# block 1

**Block 1: the metal 1 layer**

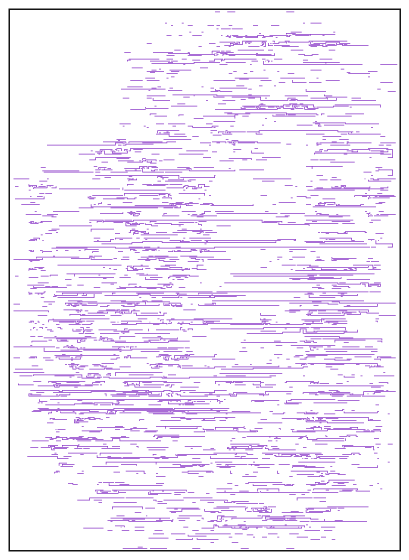

`src/rtl/jtag_axi_tap_mchain.sv`:
```
// JTAG TAP controller with IDCODE, BYPASS and NUM_CHAINS user data-register chains.
// One shared user shift register feeds registered per-chain update outputs.
module jtag_axi_tap_mchain #(
  parameter logic [31:0] IDCODE_VAL = 32'hBADC0FFE,
  parameter int unsigned IR_WIDTH   = 4,
  parameter int unsigned NUM_CHAINS = 3,
  parameter int unsigned DR_WIDTH   = 32,
  parameter int unsigned USER_BASE  = 4
) (
  input  logic                             tck,
  input  logic                             trst,
  input  logic                             tms,
  input  logic                             tdi,
  output logic                             tdo,
  output logic                             tdo_en,
  output logic [3:0]                       tap_state_o,
  output logic [IR_WIDTH-1:0]              ir_o,
  input  logic [NUM_CHAINS*DR_WIDTH-1:0]   capture_data_i,
  output logic [NUM_CHAINS*DR_WIDTH-1:0]   update_data_o,
  output logic [NUM_CHAINS-1:0]            capture_o,
  output logic [NUM_CHAINS-1:0]            update_o
);

  typedef enum logic [3:0] {
    TLR     = 4'hF, RTI     = 4'hC, SEL_DR  = 4'h7, CAP_DR = 4'h6,
    SH_DR   = 4'h2, EX1_DR  = 4'h1, PAUSE_DR = 4'h3, EX2_DR = 4'h0,
    UPD_DR  = 4'h5, SEL_IR  = 4'h4, CAP_IR  = 4'hE, SH_IR  = 4'hA,
    EX1_IR  = 4'h9, PAUSE_IR = 4'hB, EX2_IR = 4'h8, UPD_IR = 4'hD
  } tap_state_e;

  tap_state_e state, next_state;

  logic [IR_WIDTH-1:0]   ir_sr;
  logic [31:0]           id_sr;
  logic                  bp_sr;
  logic [DR_WIDTH-1:0]   user_sr;
  logic                  sel_idcode;
  logic [NUM_CHAINS-1:0] sel_user;
  logic [DR_WIDTH-1:0]   cap_sel;

  always_ff @(posedge tck or posedge trst) begin
    if (trst) state <= TLR;
    else      state <= next_state;
  end

  // Standard 1149.1 state graph
  always_comb begin
    next_state = state;
    unique case (state)
      TLR:      next_state = tms ? TLR      : RTI;
      RTI:      next_state = tms ? SEL_DR   : RTI;
      SEL_DR:   next_state = tms ? SEL_IR   : CAP_DR;
      CAP_DR:   next_state = tms ? EX1_DR   : SH_DR;
      SH_DR:    next_state = tms ? EX1_DR   : SH_DR;
      EX1_DR:   next_state = tms ? UPD_DR   : PAUSE_DR;
      PAUSE_DR: next_state = tms ? EX2_DR   : PAUSE_DR;
      EX2_DR:   next_state = tms ? UPD_DR   : SH_DR;
      UPD_DR:   next_state = tms ? SEL_DR   : RTI;
      SEL_IR:   next_state = tms ? TLR      : CAP_IR;
      CAP_IR:   next_state = tms ? EX1_IR   : SH_IR;
      SH_IR:    next_state = tms ? EX1_IR   : SH_IR;
      EX1_IR:   next_state = tms ? UPD_IR   : PAUSE_IR;
      PAUSE_IR: next_state = tms ? EX2_IR   : PAUSE_IR;
      EX2_IR:   next_state = tms ? UPD_IR   : SH_IR;
      UPD_IR:   next_state = tms ? SEL_DR   : RTI;
      default:  next_state = TLR;
    endcase
  end

  // Opcode decode; anything not IDCODE or a user chain falls through to BYPASS
  always_comb begin
    sel_idcode = (ir_o == IR_WIDTH'(1));
    sel_user   = '0;
    cap_sel    = '0;
    for (int unsigned k = 0; k < NUM_CHAINS; k++) begin
      sel_user[k] = (ir_o == IR_WIDTH'(USER_BASE + k));
      if (sel_user[k]) cap_sel = capture_data_i[k*DR_WIDTH +: DR_WIDTH];
    end
  end

  always_ff @(posedge tck or posedge trst) begin
    if (trst) begin
      ir_sr         <= '0;
      ir_o          <= IR_WIDTH'(1);
      id_sr         <= '0;
      bp_sr         <= 1'b0;
      user_sr       <= '0;
      update_data_o <= '0;
      capture_o     <= '0;
      update_o      <= '0;
    end else begin
      capture_o <= '0;
      update_o  <= '0;
      case (state)
        CAP_IR: ir_sr <= IR_WIDTH'(1);
        SH_IR:  ir_sr <= {tdi, ir_sr[IR_WIDTH-1:1]};
        UPD_IR: ir_o  <= ir_sr;
        CAP_DR: begin
          if (sel_idcode) id_sr <= IDCODE_VAL;
          else if (|sel_user) begin
            user_sr   <= cap_sel;
            capture_o <= sel_user;
          end else bp_sr <= 1'b0;
        end
        SH_DR: begin
          if (sel_idcode) id_sr <= {tdi, id_sr[31:1]};
          else if (|sel_user) user_sr <= DR_WIDTH'({tdi, user_sr} >> 1);
          else bp_sr <= tdi;
        end
        UPD_DR: begin
          for (int unsigned k = 0; k < NUM_CHAINS; k++)
            if (sel_user[k]) update_data_o[k*DR_WIDTH +: DR_WIDTH] <= user_sr;
          update_o <= sel_user;
        end
        default: ;
      endcase
      // IDCODE is the active instruction whenever the TAP sits in Test-Logic-Reset
      if (next_state == TLR) ir_o <= IR_WIDTH'(1);
    end
  end

  always_comb begin
    tdo = 1'b0;
    if (state == SH_IR) tdo = ir_sr[0];
    else if (state == SH_DR) begin
      if (sel_idcode)     tdo = id_sr[0];
      else if (|sel_user) tdo = user_sr[0];
      else                tdo = bp_sr;
    end
  end

  assign tdo_en      = (state == SH_IR) || (state == SH_DR);
  assign tap_state_o = state;

endmodule

```
`config.mk`:
```
export PLATFORM = sky130hd
export DESIGN_NAME = jtag_axi_tap_mchain
export DESIGN_NICKNAME = d
export VERILOG_FILES = /design/src/rtl/jtag_axi_tap_mchain.sv
export SDC_FILE = /design/constraint.sdc
export NUM_CORES = 1
export LEC_CHECK = 0
export CAP_MARGIN = 20
export CORE_ASPECT_RATIO = 1.4
export CORE_MARGIN = 2
export CORE_UTILIZATION = 43
export CTS_CLUSTER_DIAMETER = 40
export DETAILED_ROUTE_END_ITERATION = 8
export GPL_TIMING_DRIVEN = 0
export PLACE_DENSITY = 0.79
export SETUP_SLACK_MARGIN = 0.3
export SLEW_MARGIN = 10
export SYNTH_ARGS = -nofsm -noshare
export SYNTH_HDL_FRONTEND = slang
export SYNTH_SLANG_ARGS = --single-unit
```
`constraint.sdc`:
```
create_clock -name tck -period 8.1 [get_ports tck]
set_input_delay 1.62 -clock tck [delete_from_list [all_inputs] [get_ports tck]]
set_output_delay 1.62 -clock tck [all_outputs]
set_load 0.02 [all_outputs]
```
# block 2

--- config.mk ---
export PLATFORM = sky130hd
export DESIGN_NAME = fft_host
export DESIGN_NICKNAME = d
export VERILOG_FILES = /design/src/rtl/fft_host.sv
export SDC_FILE = /design/constraint.sdc
export NUM_CORES = 1
export LEC_CHECK = 0
export CAP_MARGIN = 20
export CORE_UTILIZATION = 35
export DETAILED_ROUTE_END_ITERATION = 8
export MAX_ROUTING_LAYER = met4
export PLACE_DENSITY = 0.61
export SETUP_SLACK_MARGIN = 0.5
export SLEW_MARGIN = 30
export SYNTH_ARGS = -nofsm -noshare
export SYNTH_HDL_FRONTEND = slang
export SYNTH_SLANG_ARGS = --single-unit
--- constraint.sdc ---
create_clock -name clk -period 3.5 [get_ports clk]
set_input_delay 0.7 -clock clk [delete_from_list [all_inputs] [get_ports clk]]
set_output_delay 0.7 -clock clk [all_outputs]
set_load 0.02 [all_outputs]
--- src/rtl/fft_host.sv ---
// Purpose: initiator-side driver that serialises one butterfly job onto the core's byte/strobe port and collects four result bytes.
// Latency: N*(1+GAP) + WAIT + 4*(2+GAP) cycles from request acceptance to res_valid (N = 7 with twiddles, 4 without).
// Backpressure: req_ready only in IDLE; DONE holds results until res_ready. Optional FFT_HOST_TWRELOAD_EN adds core_rst_n twiddle reload.
module fft_host #(
    parameter int GAP  = 2,
    parameter int WAIT = 12
) (
    input  logic       clk,
    input  logic       rst,
    input  logic       req_valid,
    output logic       req_ready,
    input  logic [7:0] w1,
    input  logic [7:0] w2,
    input  logic [7:0] a1,
    input  logic [7:0] a2,
    input  logic [7:0] b1,
    input  logic [7:0] b2,
    output logic       res_valid,
    input  logic       res_ready,
    output logic [7:0] y1,
    output logic [7:0] y2,
    output logic [7:0] z1,
    output logic [7:0] z2,
    output logic [7:0] fft_inp,
    output logic       fft_readyin,
    input  logic [7:0] fft_out,
    output logic       busy
`ifdef FFT_HOST_TWRELOAD_EN
    ,
    output logic       core_rst_n
`endif
);

    if (GAP < 1 || GAP > 15 || WAIT < 10 || WAIT > 255) begin : g_param_check
        $fatal(1, "fft_host: GAP must be 1..15 and WAIT 10..255");
    end

    typedef enum logic [2:0] {
        S_IDLE,
        S_STROBE,
        S_GAP,
        S_COMPUTE,
        S_SAMPLE,
        S_DONE
`ifdef FFT_HOST_TWRELOAD_EN
        ,
        S_CRST
`endif
    } state_t;

    state_t     state, state_n;
    logic [7:0] cnt, cnt_n;
    logic [2:0] idx, idx_n;
    logic       collect, collect_n;
    logic       first_job, first_n;
    logic       accept;
    logic [7:0] byte_n;
    logic [7:0] op_w1, op_w2, op_a1, op_a2, op_b1, op_b2;
    logic [7:0] src_w1, src_w2, src_a1, src_a2, src_b1, src_b2;

`ifdef FFT_HOST_TWRELOAD_EN
    logic [15:0] last_tw;
    logic        need_reload;
    logic        core_rst_n_n;
    assign need_reload = !first_job && ({w1, w2} != last_tw);
`endif

    assign accept = (state == S_IDLE) && req_valid && req_ready;

    // The first strobe is issued on the acceptance edge, before the operand latch is loaded.
    assign src_w1 = accept ? w1 : op_w1;
    assign src_w2 = accept ? w2 : op_w2;
    assign src_a1 = accept ? a1 : op_a1;
    assign src_a2 = accept ? a2 : op_a2;
    assign src_b1 = accept ? b1 : op_b1;
    assign src_b2 = accept ? b2 : op_b2;

    // Next-state, counters and the operand byte for the upcoming strobe.
    always_comb begin
        state_n   = state;
        cnt_n     = cnt;
        idx_n     = idx;
        collect_n = collect;
        first_n   = first_job;
        byte_n    = 8'h00;
`ifdef FFT_HOST_TWRELOAD_EN
        core_rst_n_n = 1'b1;
`endif
        case (state)
            S_IDLE: begin
                if (accept) begin
                    state_n   = S_STROBE;
                    idx_n     = 3'd0;
                    collect_n = 1'b0;
`ifdef FFT_HOST_TWRELOAD_EN
                    if (need_reload) begin
                        state_n = S_CRST;
                        cnt_n   = 8'd0;
                    end
`endif
                end
            end
            S_STROBE: begin
                state_n = S_GAP;
                cnt_n   = 8'd0;
            end
            S_GAP: begin
                if (cnt == 8'(GAP - 1)) begin
                    if (collect) begin
                        if (idx == 3'd3) begin
                            state_n = S_DONE;
                        end else begin
                            state_n = S_SAMPLE;
                            idx_n   = idx + 3'd1;
                        end
                    end else if (idx == (first_job ? 3'd6 : 3'd3)) begin
                        state_n = S_COMPUTE;
                        cnt_n   = 8'd0;
                        first_n = 1'b0;
                    end else begin
                        state_n = S_STROBE;
                        idx_n   = idx + 3'd1;
                    end
                end else begin
                    cnt_n = cnt + 8'd1;
                end
            end
            S_COMPUTE: begin
                if (cnt == 8'(WAIT - 1)) begin
                    state_n   = S_SAMPLE;
                    idx_n     = 3'd0;
                    collect_n = 1'b1;
                end else begin
                    cnt_n = cnt + 8'd1;
                end
            end
            S_SAMPLE: state_n = S_STROBE;
            S_DONE: begin
                if (res_valid && res_ready) state_n = S_IDLE;
            end
`ifdef FFT_HOST_TWRELOAD_EN
            S_CRST: begin
                if (cnt == 8'd2) begin
                    state_n   = S_STROBE;
                    first_n   = 1'b1;
                    idx_n     = 3'd0;
                    collect_n = 1'b0;
                end else begin
                    cnt_n = cnt + 8'd1;
                end
            end
`endif
            default: state_n = S_IDLE;
        endcase

        if (first_n) begin
            case (idx_n)
                3'd0:    byte_n = 8'h00;
                3'd1:    byte_n = src_w1;
                3'd2:    byte_n = src_w2;
                3'd3:    byte_n = src_a1;
                3'd4:    byte_n = src_a2;
                3'd5:    byte_n = src_b1;
                default: byte_n = src_b2;
            endcase
        end else begin
            case (idx_n)
                3'd0:    byte_n = src_a1;
                3'd1:    byte_n = src_a2;
                3'd2:    byte_n = src_b1;
                default: byte_n = src_b2;
            endcase
        end
`ifdef FFT_HOST_TWRELOAD_EN
        // Core held in reset for two cycles, then released one cycle before the token.
        core_rst_n_n = !(state_n == S_CRST && cnt_n < 8'd2);
`endif
    end

    // State register and registered (glitch-free) handshake and core-side outputs.
    always_ff @(posedge clk or negedge rst) begin
        if (!rst) begin
            state       <= S_IDLE;
            cnt         <= 8'd0;
            idx         <= 3'd0;
            collect     <= 1'b0;
            first_job   <= 1'b1;
            fft_inp     <= 8'h00;
            fft_readyin <= 1'b0;
            req_ready   <= 1'b0;
            res_valid   <= 1'b0;
            busy        <= 1'b0;
`ifdef FFT_HOST_TWRELOAD_EN
            core_rst_n  <= 1'b0;
`endif
        end else begin
            state       <= state_n;
            cnt         <= cnt_n;
            idx         <= idx_n;
            collect     <= collect_n;
            first_job   <= first_n;
            fft_readyin <= (state_n == S_STROBE);
            if (state_n == S_STROBE && !collect_n) fft_inp <= byte_n;
            req_ready   <= (state_n == S_IDLE);
            res_valid   <= (state_n == S_DONE);
            busy        <= (state_n != S_IDLE);
`ifdef FFT_HOST_TWRELOAD_EN
            core_rst_n  <= core_rst_n_n;
`endif
        end
    end

    // Operand latch on acceptance and result capture during SAMPLE.
    always_ff @(posedge clk or negedge rst) begin
        if (!rst) begin
            {op_w1, op_w2, op_a1, op_a2, op_b1, op_b2} <= '0;
            {y1, y2, z1, z2} <= '0;
`ifdef FFT_HOST_TWRELOAD_EN
            last_tw <= 16'h0000;
`endif
        end else begin
            if (accept) begin
                {op_w1, op_w2, op_a1, op_a2, op_b1, op_b2} <= {w1, w2, a1, a2, b1, b2};
`ifdef FFT_HOST_TWRELOAD_EN
                if (first_job || need_reload) last_tw <= {w1, w2};
`endif
            end
            if (state == S_SAMPLE) begin
                case (idx[1:0])
                    2'd0:    y1 <= fft_out;
                    2'd1:    y2 <= fft_out;
                    2'd2:    z1 <= fft_out;
                    default: z2 <= fft_out;
                endcase
            end
        end
    end

endmodule

# block 3

--- src/rtl/lsu_pkg.sv ---
// Shared types and helpers for the load/store unit: access sizes, FSM states
// and the alignment check applied to incoming requests.
package lsu_pkg;

    typedef enum logic [1:0] {
        SZ_BYTE = 2'b00,
        SZ_HALF = 2'b01,
        SZ_WORD = 2'b10,
        SZ_ILL  = 2'b11
    } size_e;

    typedef enum logic [1:0] {
        IDLE,
        ACCESS,
        WRITE,
        RESP
    } state_e;

    function automatic logic is_misaligned(input size_e size, input logic [1:0] off);
        case (size)
            SZ_HALF: return off[0];
            SZ_WORD: return off != 2'b00;
            default: return 1'b0;
        endcase
    endfunction

endpackage

--- src/rtl/lsu_lane.sv ---
// Byte-lane datapath: extracts and extends load data from a memory word, and
// merges right-aligned store data into an existing word for sub-word stores.
module lsu_lane
    import lsu_pkg::*;
(
    input  logic [31:0] word_i,
    input  logic [31:0] wdata_i,
    input  size_e       size_i,
    input  logic        signed_i,
    input  logic [1:0]  off_i,
    output logic [31:0] rdata_o,
    output logic [31:0] merged_o
);

    logic [7:0]  byte_v;
    logic [15:0] half_v;

    always_comb begin
        byte_v   = word_i[7:0];
        half_v   = off_i[1] ? word_i[31:16] : word_i[15:0];
        rdata_o  = '0;
        merged_o = word_i;
        case (off_i)
            2'd0:    byte_v = word_i[7:0];
            2'd1:    byte_v = word_i[15:8];
            2'd2:    byte_v = word_i[23:16];
            default: byte_v = word_i[31:24];
        endcase
        case (size_i)
            SZ_BYTE: begin
                rdata_o = {{24{signed_i & byte_v[7]}}, byte_v};
                case (off_i)
                    2'd0:    merged_o[7:0]   = wdata_i[7:0];
                    2'd1:    merged_o[15:8]  = wdata_i[7:0];
                    2'd2:    merged_o[23:16] = wdata_i[7:0];
                    default: merged_o[31:24] = wdata_i[7:0];
                endcase
            end
            SZ_HALF: begin
                rdata_o = {{16{signed_i & half_v[15]}}, half_v};
                if (off_i[1]) merged_o[31:16] = wdata_i[15:0];
                else          merged_o[15:0]  = wdata_i[15:0];
            end
            SZ_WORD: begin
                rdata_o  = word_i;
                merged_o = wdata_i;
            end
            default: ;
        endcase
    end

endmodule

--- src/rtl/load_store_unit.sv ---
// Load/store unit between the MIPS memory stage and a word-wide single-port
// data memory: sub-word loads, read-modify-write stores, alignment errors.
module load_store_unit
    import lsu_pkg::*;
(
    input  logic        clk,
    input  logic        rst,
    input  logic        req_valid,
    output logic        req_ready,
    input  logic        req_we,
    input  logic [1:0]  req_size,
    input  logic        req_signed,
    input  logic [31:0] req_addr,
    input  logic [31:0] req_wdata,
    output logic        rsp_valid,
    input  logic        rsp_ready,
    output logic [31:0] rsp_rdata,
    output logic        rsp_err,
    output logic [31:0] mem_A,
    output logic [31:0] mem_WD,
    output logic        mem_WE,
    input  logic [31:0] mem_RD
);

    state_e      state_q, state_d;
    logic        we_q, we_d;
    size_e       size_q, size_d;
    logic        sgn_q, sgn_d;
    logic [31:0] addr_q, addr_d;
    logic [31:0] wdata_q, wdata_d;
    logic [31:0] rdata_q, rdata_d;
    logic [31:0] merged_q, merged_d;
    logic        err_q, err_d;
    logic [31:0] lane_rdata, lane_merged;
    size_e       req_size_e;

    assign req_size_e = size_e'(req_size);

    lsu_lane u_lane (
        .word_i   (mem_RD),
        .wdata_i  (wdata_q),
        .size_i   (size_q),
        .signed_i (sgn_q),
        .off_i    (addr_q[1:0]),
        .rdata_o  (lane_rdata),
        .merged_o (lane_merged)
    );

    always_ff @(posedge clk) begin
        if (rst) begin
            state_q  <= IDLE;
            we_q     <= 1'b0;
            size_q   <= SZ_BYTE;
            sgn_q    <= 1'b0;
            addr_q   <= '0;
            wdata_q  <= '0;
            rdata_q  <= '0;
            merged_q <= '0;
            err_q    <= 1'b0;
        end else begin
            state_q  <= state_d;
            we_q     <= we_d;
            size_q   <= size_d;
            sgn_q    <= sgn_d;
            addr_q   <= addr_d;
            wdata_q  <= wdata_d;
            rdata_q  <= rdata_d;
            merged_q <= merged_d;
            err_q    <= err_d;
        end
    end

    always_comb begin
        state_d   = state_q;
        we_d      = we_q;
        size_d    = size_q;
        sgn_d     = sgn_q;
        addr_d    = addr_q;
        wdata_d   = wdata_q;
        rdata_d   = rdata_q;
        merged_d  = merged_q;
        err_d     = err_q;
        req_ready = 1'b0;
        rsp_valid = 1'b0;
        mem_WE    = 1'b0;
        mem_WD    = '0;
        case (state_q)
            IDLE: begin
                req_ready = 1'b1;
                if (req_valid) begin
                    we_d    = req_we;
                    size_d  = req_size_e;
                    sgn_d   = req_signed;
                    addr_d  = req_addr;
                    wdata_d = req_wdata;
                    rdata_d = '0;
                    err_d   = (req_size_e == SZ_ILL) || is_misaligned(req_size_e, req_addr[1:0]);
                    state_d = err_d ? RESP : ACCESS;
                end
            end
            // Write enables are masked by rst so an abandoned store cannot land on the reset edge.
            ACCESS: begin
                if (!we_q) begin
                    rdata_d = lane_rdata;
                    state_d = RESP;
                end else if (size_q == SZ_WORD) begin
                    mem_WE  = !rst;
                    mem_WD  = wdata_q;
                    state_d = RESP;
                end else begin
                    merged_d = lane_merged;
                    state_d  = WRITE;
                end
            end
            WRITE: begin
                mem_WE  = !rst;
                mem_WD  = merged_q;
                state_d = RESP;
            end
            RESP: begin
                rsp_valid = 1'b1;
                if (rsp_ready) state_d = IDLE;
            end
            default: state_d = IDLE;
        endcase
    end

    assign mem_A     = {2'b00, addr_q[31:2]};
    assign rsp_rdata = rdata_q;
    assign rsp_err   = err_q;

endmodule

--- config.mk ---
export PLATFORM = sky130hd
export DESIGN_NAME = load_store_unit
export DESIGN_NICKNAME = d
export VERILOG_FILES = /design/src/rtl/lsu_pkg.sv /design/src/rtl/lsu_lane.sv /design/src/rtl/load_store_unit.sv
export SDC_FILE = /design/constraint.sdc
export NUM_CORES = 1
export LEC_CHECK = 0
export CORE_MARGIN = 4
export CORE_UTILIZATION = 40
export CTS_BUF_LIST = sky130_fd_sc_hd__clkbuf_8
export CTS_CLUSTER_DIAMETER = 40
export DETAILED_ROUTE_END_ITERATION = 7
export PLACE_DENSITY_LB_ADDON = 0.05
export SYNTH_ARGS = -nofsm -noshare
export SYNTH_HDL_FRONTEND = slang
export SYNTH_HIERARCHICAL = 1
export SYNTH_SLANG_ARGS = --single-unit
--- constraint.sdc ---
create_clock -name clk -period 2.3 [get_ports clk]
set_input_delay 0.46 -clock clk [delete_from_list [all_inputs] [get_ports clk]]
set_output_delay 0.46 -clock clk [all_outputs]
set_load 0.005 [all_outputs]
# block 4

==> config.mk <==
export PLATFORM = sky130hd
export DESIGN_NAME = uart_transmitter
export DESIGN_NICKNAME = d
export VERILOG_FILES = /design/src/rtl/uart_pkg.sv /design/src/rtl/uart_bit_timer.sv /design/src/rtl/uart_transmitter.sv
export SDC_FILE = /design/constraint.sdc
export NUM_CORES = 1
export LEC_CHECK = 0
export CAP_MARGIN = 10
export CELL_PAD_IN_SITES_DETAIL_PLACEMENT = 1
export CELL_PAD_IN_SITES_GLOBAL_PLACEMENT = 2
export CORE_UTILIZATION = 30
export CTS_BUF_LIST = sky130_fd_sc_hd__clkbuf_8
export CTS_CLUSTER_SIZE = 10
export DETAILED_ROUTE_END_ITERATION = 16
export HOLD_SLACK_MARGIN = 0.05
export PLACE_DENSITY_LB_ADDON = 0.1
export SLEW_MARGIN = 20
export SYNTH_ARGS = -nofsm -noshare
export SYNTH_HDL_FRONTEND = slang
export SYNTH_SLANG_ARGS = --single-unit
==> constraint.sdc <==
create_clock -name CLK -period 3.2 [get_ports CLK]
set_clock_uncertainty 0.15 [all_clocks]
set_input_delay 0.32 -clock CLK [delete_from_list [all_inputs] [get_ports CLK]]
set_output_delay 0.32 -clock CLK [all_outputs]
set_load 0.05 [all_outputs]
==> src/rtl/uart_pkg.sv <==
// Shared UART definitions used by both the transmitter and the receiver.
// The optional parity bit is controlled by the UART_TX_PARITY_EN macro in the
// transmitter; the state encoding below always reserves a slot for it.
package uart_pkg;

  localparam int DEFAULT_CLOCKS_PER_BIT = 4;
  localparam int DEFAULT_DATA_BITS      = 8;

  typedef enum logic [2:0] {
    S_IDLE       = 3'd0,
    S_START_BIT  = 3'd1,
    S_DATA_BITS  = 3'd2,
    S_STOP_BIT   = 3'd3,
    S_PARITY_BIT = 3'd4
  } uart_state_e;

endpackage

==> src/rtl/uart_bit_timer.sv <==
// Bit-period timer: counts CLOCKS_PER_BIT system clocks per serial bit and
// pulses bit_tick on the last clock of each period. Holding clear keeps the
// count at zero so the first period after release is a full one.
module uart_bit_timer #(
  parameter int CLOCKS_PER_BIT = 4
) (
  input  logic CLK,
  input  logic reset_n,
  input  logic clear,
  output logic bit_tick
);

  localparam int CW = (CLOCKS_PER_BIT > 1) ? $clog2(CLOCKS_PER_BIT) : 1;
  localparam logic [CW-1:0] LAST_COUNT = CW'(CLOCKS_PER_BIT - 1);

  logic [CW-1:0] clk_cnt;

  // The tick is suppressed while cleared so an idle owner never sees one.
  assign bit_tick = !clear && (clk_cnt == LAST_COUNT);

  // Count through one bit period and wrap to zero on the tick.
  always_ff @(posedge CLK or negedge reset_n) begin
    if (!reset_n) begin
      clk_cnt <= '0;
    end else if (clear || bit_tick) begin
      clk_cnt <= '0;
    end else begin
      clk_cnt <= clk_cnt + CW'(1);
    end
  end

endmodule

==> src/rtl/uart_transmitter.sv <==
// UART transmitter: serialises one word per accepted request, LSB first,
// framed as start bit, DATA_BITS data bits, optional even parity, stop bit.
// Define UART_TX_PARITY_EN to insert the even-parity bit before the stop bit;
// the receiver must be built with the same setting.
// tx_serial is registered from the next-state decode, so the line falls on
// the accepting edge and the stop bit ends exactly when done rises.
module uart_transmitter
  import uart_pkg::*;
#(
  parameter int CLOCKS_PER_BIT = DEFAULT_CLOCKS_PER_BIT,
  parameter int DATA_BITS      = DEFAULT_DATA_BITS
) (
  input  logic                 CLK,
  input  logic                 reset_n,
  input  logic                 tx_valid,
  input  logic [DATA_BITS-1:0] tx_data,
  output logic                 tx_ready,
  output logic                 tx_serial,
  output logic                 done
);

  localparam int BCW = $clog2(DATA_BITS + 1);
  localparam logic [BCW-1:0] LAST_BIT = BCW'(DATA_BITS - 1);

  uart_state_e          state;
  uart_state_e          state_next;
  logic [DATA_BITS-1:0] shreg;
  logic [DATA_BITS-1:0] shreg_next;
  logic [BCW-1:0]       bit_cnt;
  logic [BCW-1:0]       bit_cnt_next;
  logic                 serial_next;
  logic                 done_next;
  logic                 accept;
  logic                 bit_tick;
  logic                 timer_clear;
`ifdef UART_TX_PARITY_EN
  logic                 parity;
  logic                 parity_next;
`endif

  assign tx_ready    = (state == S_IDLE);
  assign accept      = tx_valid && tx_ready;
  assign timer_clear = (state == S_IDLE);

  uart_bit_timer #(
    .CLOCKS_PER_BIT(CLOCKS_PER_BIT)
  ) u_bit_timer (
    .CLK     (CLK),
    .reset_n (reset_n),
    .clear   (timer_clear),
    .bit_tick(bit_tick)
  );

  // State, datapath and output registers.
  always_ff @(posedge CLK or negedge reset_n) begin
    if (!reset_n) begin
      state     <= S_IDLE;
      shreg     <= '0;
      bit_cnt   <= '0;
      tx_serial <= 1'b1;
      done      <= 1'b0;
`ifdef UART_TX_PARITY_EN
      parity    <= 1'b0;
`endif
    end else begin
      state     <= state_next;
      shreg     <= shreg_next;
      bit_cnt   <= bit_cnt_next;
      tx_serial <= serial_next;
      done      <= done_next;
`ifdef UART_TX_PARITY_EN
      parity    <= parity_next;
`endif
    end
  end

  // Next-state, datapath update and next line level.
  always_comb begin
    state_next   = state;
    shreg_next   = shreg;
    bit_cnt_next = bit_cnt;
    done_next    = 1'b0;
`ifdef UART_TX_PARITY_EN
    parity_next  = parity;
`endif

    case (state)
      S_IDLE: begin
        if (accept) begin
          shreg_next   = tx_data;
          bit_cnt_next = '0;
`ifdef UART_TX_PARITY_EN
          parity_next  = ^tx_data;
`endif
          state_next   = S_START_BIT;
        end
      end
      S_START_BIT: begin
        if (bit_tick) begin
          state_next = S_DATA_BITS;
        end
      end
      S_DATA_BITS: begin
        if (bit_tick) begin
          shreg_next   = shreg >> 1;
          bit_cnt_next = bit_cnt + BCW'(1);
          if (bit_cnt == LAST_BIT) begin
`ifdef UART_TX_PARITY_EN
            state_next = S_PARITY_BIT;
`else
            state_next = S_STOP_BIT;
`endif
          end
        end
      end
`ifdef UART_TX_PARITY_EN
      S_PARITY_BIT: begin
        if (bit_tick) begin
          state_next = S_STOP_BIT;
        end
      end
`endif
      S_STOP_BIT: begin
        if (bit_tick) begin
          done_next  = 1'b1;
          state_next = S_IDLE;
        end
      end
      default: begin
        state_next = S_IDLE;
      end
    endcase

    serial_next = 1'b1;
    case (state_next)
      S_START_BIT:  serial_next = 1'b0;
      S_DATA_BITS:  serial_next = shreg_next[0];
`ifdef UART_TX_PARITY_EN
      S_PARITY_BIT: serial_next = parity_next;
`endif
      default:      serial_next = 1'b1;
    endcase
  end

endmodule

**Block 3: placed standard cells**

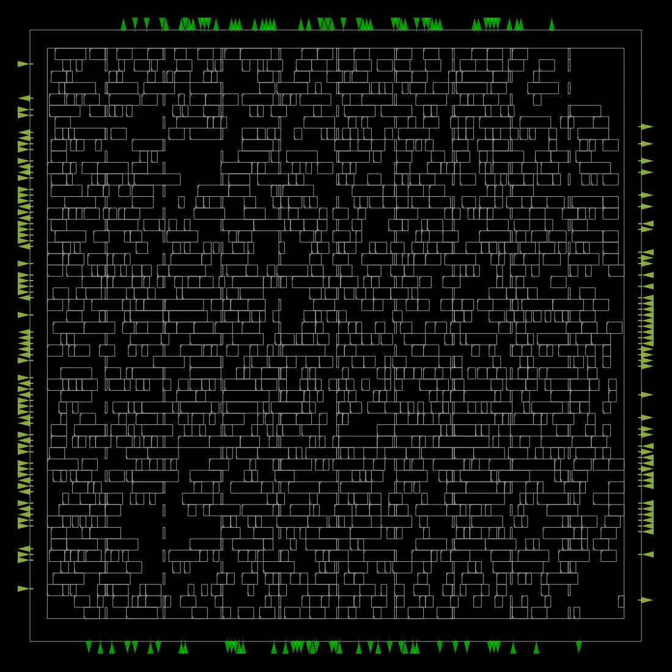
number of core rows: 50
number of sequential cells in the layout: 135
tap cells: 234
standard cell core area: 18700 µm²

**Block 3: the metal 1 layer**

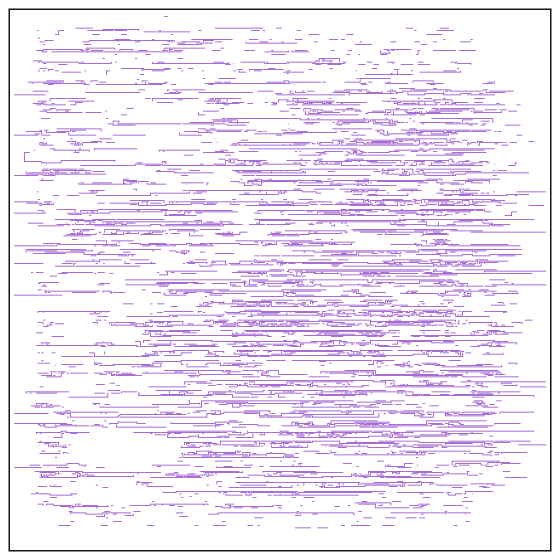
nets with wire on the layer: 1128
longest straight run: 39.6 µm
main direction: horizontal
wire length on this layer: 11900 µm

==> results.txt, block 3 <==
impl run done, here's what came out: multi-input combinational cell area 4340 µm², run status complete, but fails checks, cell-internal power between 5000 and 6000 µW, Worst Setup Slack, final -0.00531 ns, total of endpoints with negative setup slack in the final report 2, Combinational Power 4210 µW, number of cells on the critical path 10, number of enable-type register cells in the synthesized netlist 0, Non-Clock Buffer Count between 200 and 300, simple logic cell fraction of the synthesized area 0.224, final core area utilization 0.554, violations in the final reports negative setup slack, worst slew margin relative to its limit 0.551, aoi/oai-family share of the synthesized area 0.256, layout overhead on the synthesized area 36.4%
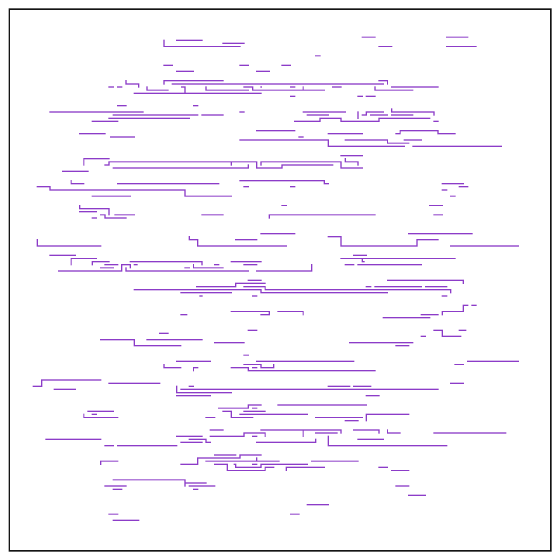
**Above:** block 4 (the metal 1 layer).
main direction: horizontal
longest straight run: 28.1 µm
via count: 696
met1 capacity usage during global routing: 0.180

**Block 4: placed standard cells**

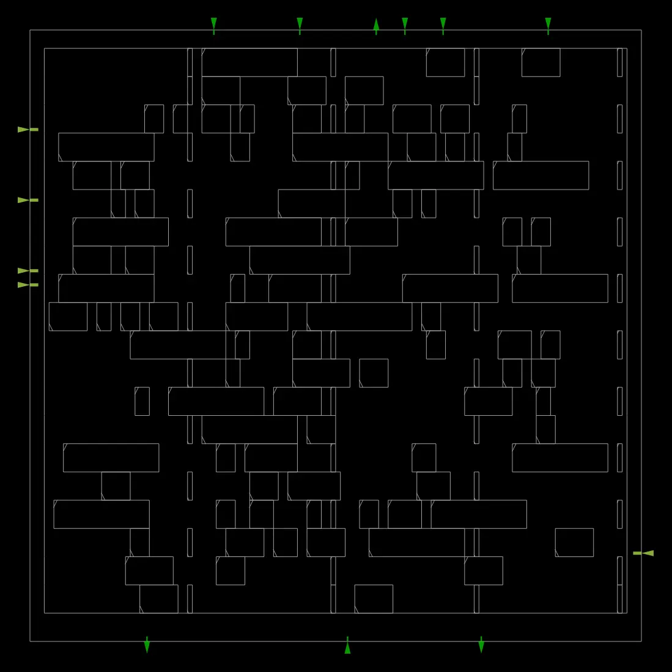
number of core rows: 20
tap cells: 44
final core area utilization: 0.376
standard cell core area: 3050 µm²

==> results.txt, block 4 <==
impl run done, here's what came out: Overall Global Routing Usage 0.137, half-perimeter wire length after placement approximately 1.4 mm, kind of capture point of the worst setup path output port, worst slew margin relative to its limit 0.415, startpoint of the lowest-slack register-to-register path u_bit_timer.clk_cnt[0], cell count after placement roughly 140, final max-slew violation count 0, DR pass1 iterations 3, sum of buffers and inverters on the critical path 1, Synth Cell Area 971 µm², leakage power figure 0.000501 µW, layout overhead on the synthesized area 18.3%, count of port buffers added during placement 13, cell area reported after detailed placement 1100 µm², DIE AREA 3470 µm², clk pwr roughly 170 µW, run status completed, ratio of total power to cell area 564 nW/µm², share of total power in the clock network 0.257, startpoint of the most critical hold path u_bit_timer.clk_cnt[0], number of clock buffers in the layout 3, overall power consumption 648 µW
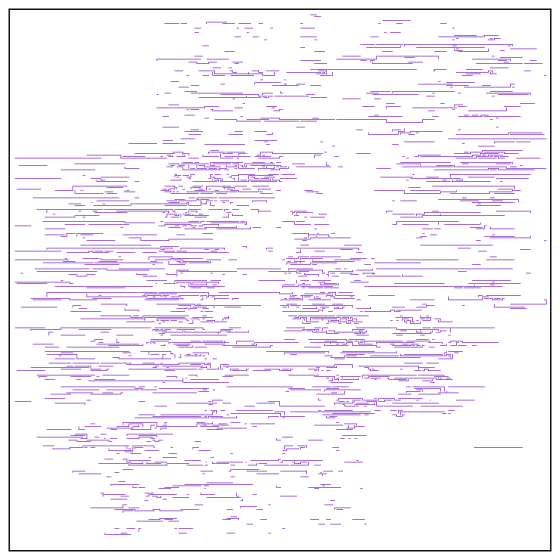
**Above:** block 2 (the metal 1 layer).
longest straight run: 31.7 µm
wire length on this layer: 5910 µm
nets with wire on the layer: 598
share of all routed wire: 45%
met1 capacity usage during global routing: 0.218
final WL: 13.3 mm
via count: 4158

**Block 2: logic cells by family**

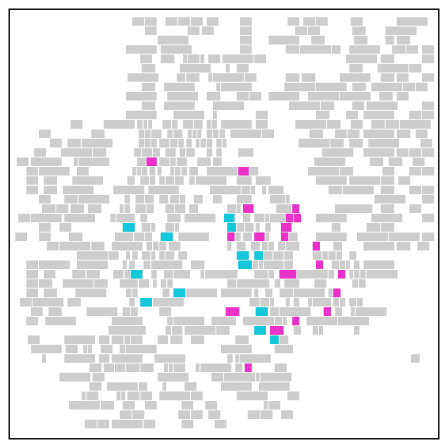
legend:
  cyan:
    family: non-inverting ao/oa cells
    cells: 13
    most_used: a221o_1
    where: center
  magenta:
    family: and/or cells
    cells: 20
    most_used: and3_1
count of non-filler cells in the finished layout: 774
multi-input gate share of total cell area: 0.338
leading cell type in the layout, fill and taps excluded: dfrtp_1

==> results.txt, block 2 <==
impl run done, here's what came out: Worst Setup Slack, final 0.611 ns, I/O pins approximately 100, fraction of registers with async set or reset after synthesis 1.00, sum of overflow across all layers after global routing 0, multi-input logic cell count between 200 and 300, buffers inserted during post-CTS setup optimization 3, setup total negative slack 0 ns, most used cells in the layout excluding fill and tap cells 107 x dfrtp_1, 102 x clkdlybuf4s50_1, 61 x mux2_2, cell group occupying the most layout area sequential cells, M2 GR Usage 0.289, area share of buffers outside the clock network 0.183, unrepaired setup endpoints after global routing true, standard cell core area 14600 µm², Post-Synthesis Cells 460, DIE AREA 15500 µm², Avg Inst Size Synth 11.4 µm², pin count of the biggest net entering global routing ~60, post-route cell area 7110 µm², delay of the slowest cell on the worst path around 0.53 ns, overall power consumption 6180 µW, Combinational Power 3140 µW, worst slack at placement roughly 0.2 ns, end point of the critical path fft_inp[7], share of the final layout cell area in sequential cells 0.380, run status completed, layout overhead on the synthesized area 35.6%, sum of buffers and inverters on the critical path 2, Combinational Power Share 0.508, floorplan net count between 500 and 600, total of endpoints with negative setup slack in the final report 0, Overall Global Routing Usage 0.177, kind of capture point of the worst setup path flip-flop, DR WL/cell roughly 17 µm, antenna violations before repair 0, number of inverters outside the clock class in the layout 34, most area-hungry cell type in the Yosys netlist dfrtp_1, Largest delay share family, worst path simple AND/OR/NAND/NOR gates, cell-internal power around 3700 µW, simple logic cell fraction of the synthesized area 0.103, final estimated routing congestion in global placement 0.948, cell count after placement 735, reg-to-reg setup timing slack 0.61 ns, clk pwr 1130 µW, post-route minimum period about 2.9 ns, count of antenna diodes in the layout 0, fillers 1295, highest metal layer used by the detailed router met4, share of total power in the clock network 0.183, sequential group power ~1900 µW, Most Frequent Cell on Critical Path nor2_4, maximum resistive drop on vdd 0.435 mV, clock latency on the worst-skew pair 0.36 ns, clock sink count 108, multi-input combinational cell area 2400 µm², Yosys warning count 0
**Block 1: placed standard cells**

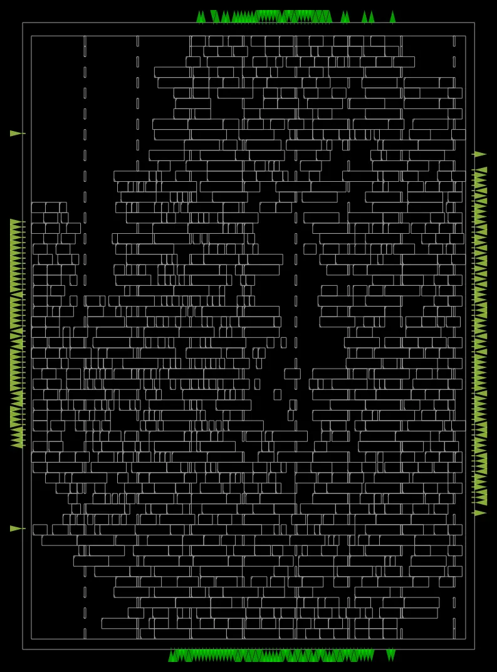
number of sequential cells in the layout: 179
tap cells: 240

**Block 1: local utilization**

The die is cut into 12 by 16 equal tiles; white is low, dark blue is high, 0 to 100% covered.
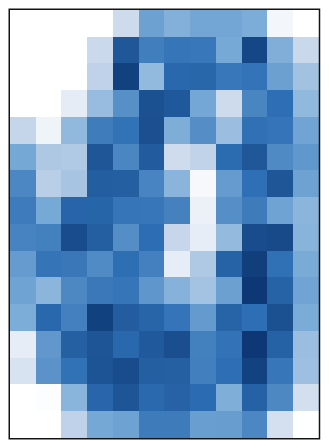
fullest tile: 97%
emptiest ninth of the die: north-west
mean over tiles: 55%
nearly empty tiles: 9.4%

About 'the metal 1 layer' of block 1:
longest straight run: 50.9 µm
wire length on this layer: 8390 µm
nets with wire on the layer: 863
share of all routed wire: 40%
main direction: horizontal

==> results.txt, block 1 <==
impl run done, here's what came out: flip-flop count of the largest register after layout 96, relative contribution of sequential cells to total power 0.425, count of antenna diodes in the layout 1, drt first-iter violations 506, ratio of total power to cell area approximately 300 nW/µm², run status completed, Flops after synth between 150 and 200, TritonCTS clock tree yes, sum of overflow across all layers after global routing 0, highest metal layer used by the detailed router met4, total area of sequential cells 4490 µm², upper clock frequency limit 207 MHz, multi-input logic cell count 420, simple logic cell fraction of the synthesized area 0.104, xor/xnor cell area share of the yosys netlist 0, worst slew margin relative to its limit 0.476, most numerous cell in the Yosys netlist dfrtp_1, largest registers update_data_o: 96 flops, id_sr: 32 flops, user_sr: 32 flops, number of enable-type register cells in the synthesized netlist 0, share of total power in the clock network 0.269, number of CTS-inserted buffers 17, Hold Path Sink id_sr[21]

==> notes/layouts.md <==
Pictures saved along the way, in no particular order.

M2 wires.
Cells faint in the background.
panel A
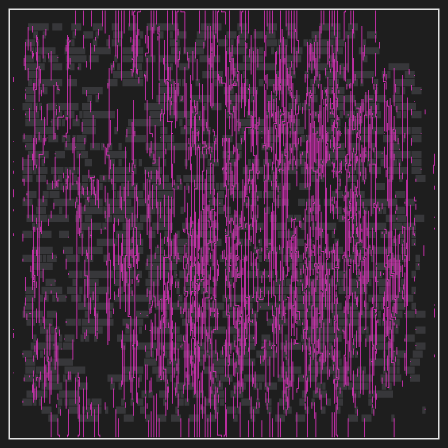
panel B
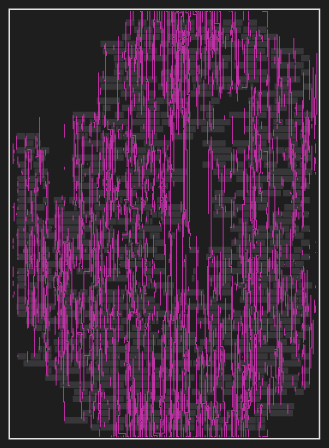
panel C
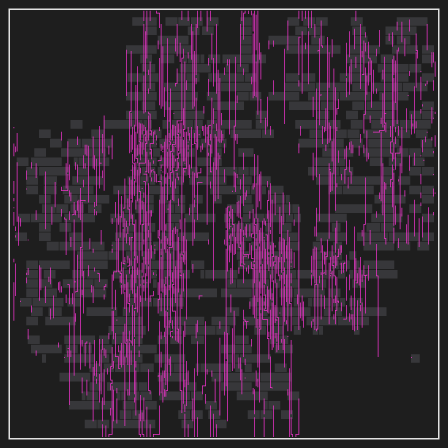
panel D
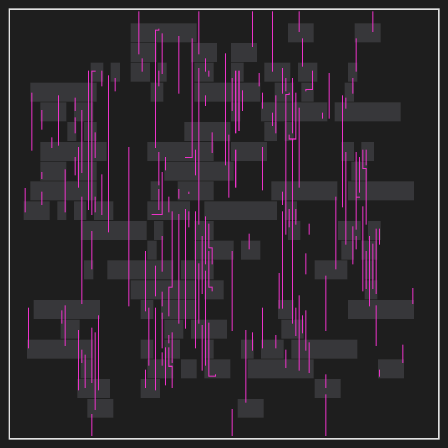
panel B -> block 1
panel D -> block 4
panel A -> block 3
panel C -> block 2

Key to panel D:
nets with wire on the layer: 94
share of all routed wire: 48%



==> gallery <==
Register map, names as in the netlist.
Other sequential cells in the stronger gray, the rest of the logic in the fainter gray.
shot_01.png
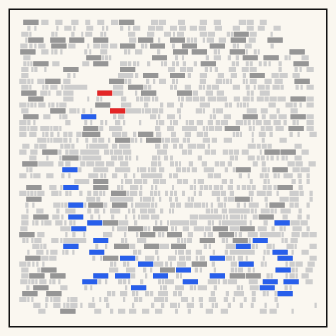
shot_02.png
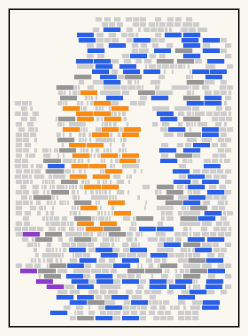
shot_03.png
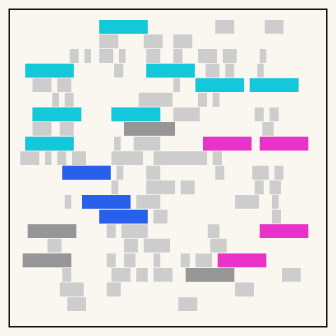
| from | picture |
|---|---|
| block 1 | shot_02.png |
| block 4 | shot_03.png |
| block 3 | shot_01.png |
- fewest cells: shot_03.png
- most sequential cells: shot_02.png

Key to shot_03.png:
legend:
  blue:
    signal: state
    placed_flops: 3
  magenta:
    signal: bit_cnt
    placed_flops: 4
    where: east
  cyan:
    signal: shreg
    placed_flops: 8
not colored: 4

Power and IR drop assume default switching activity.
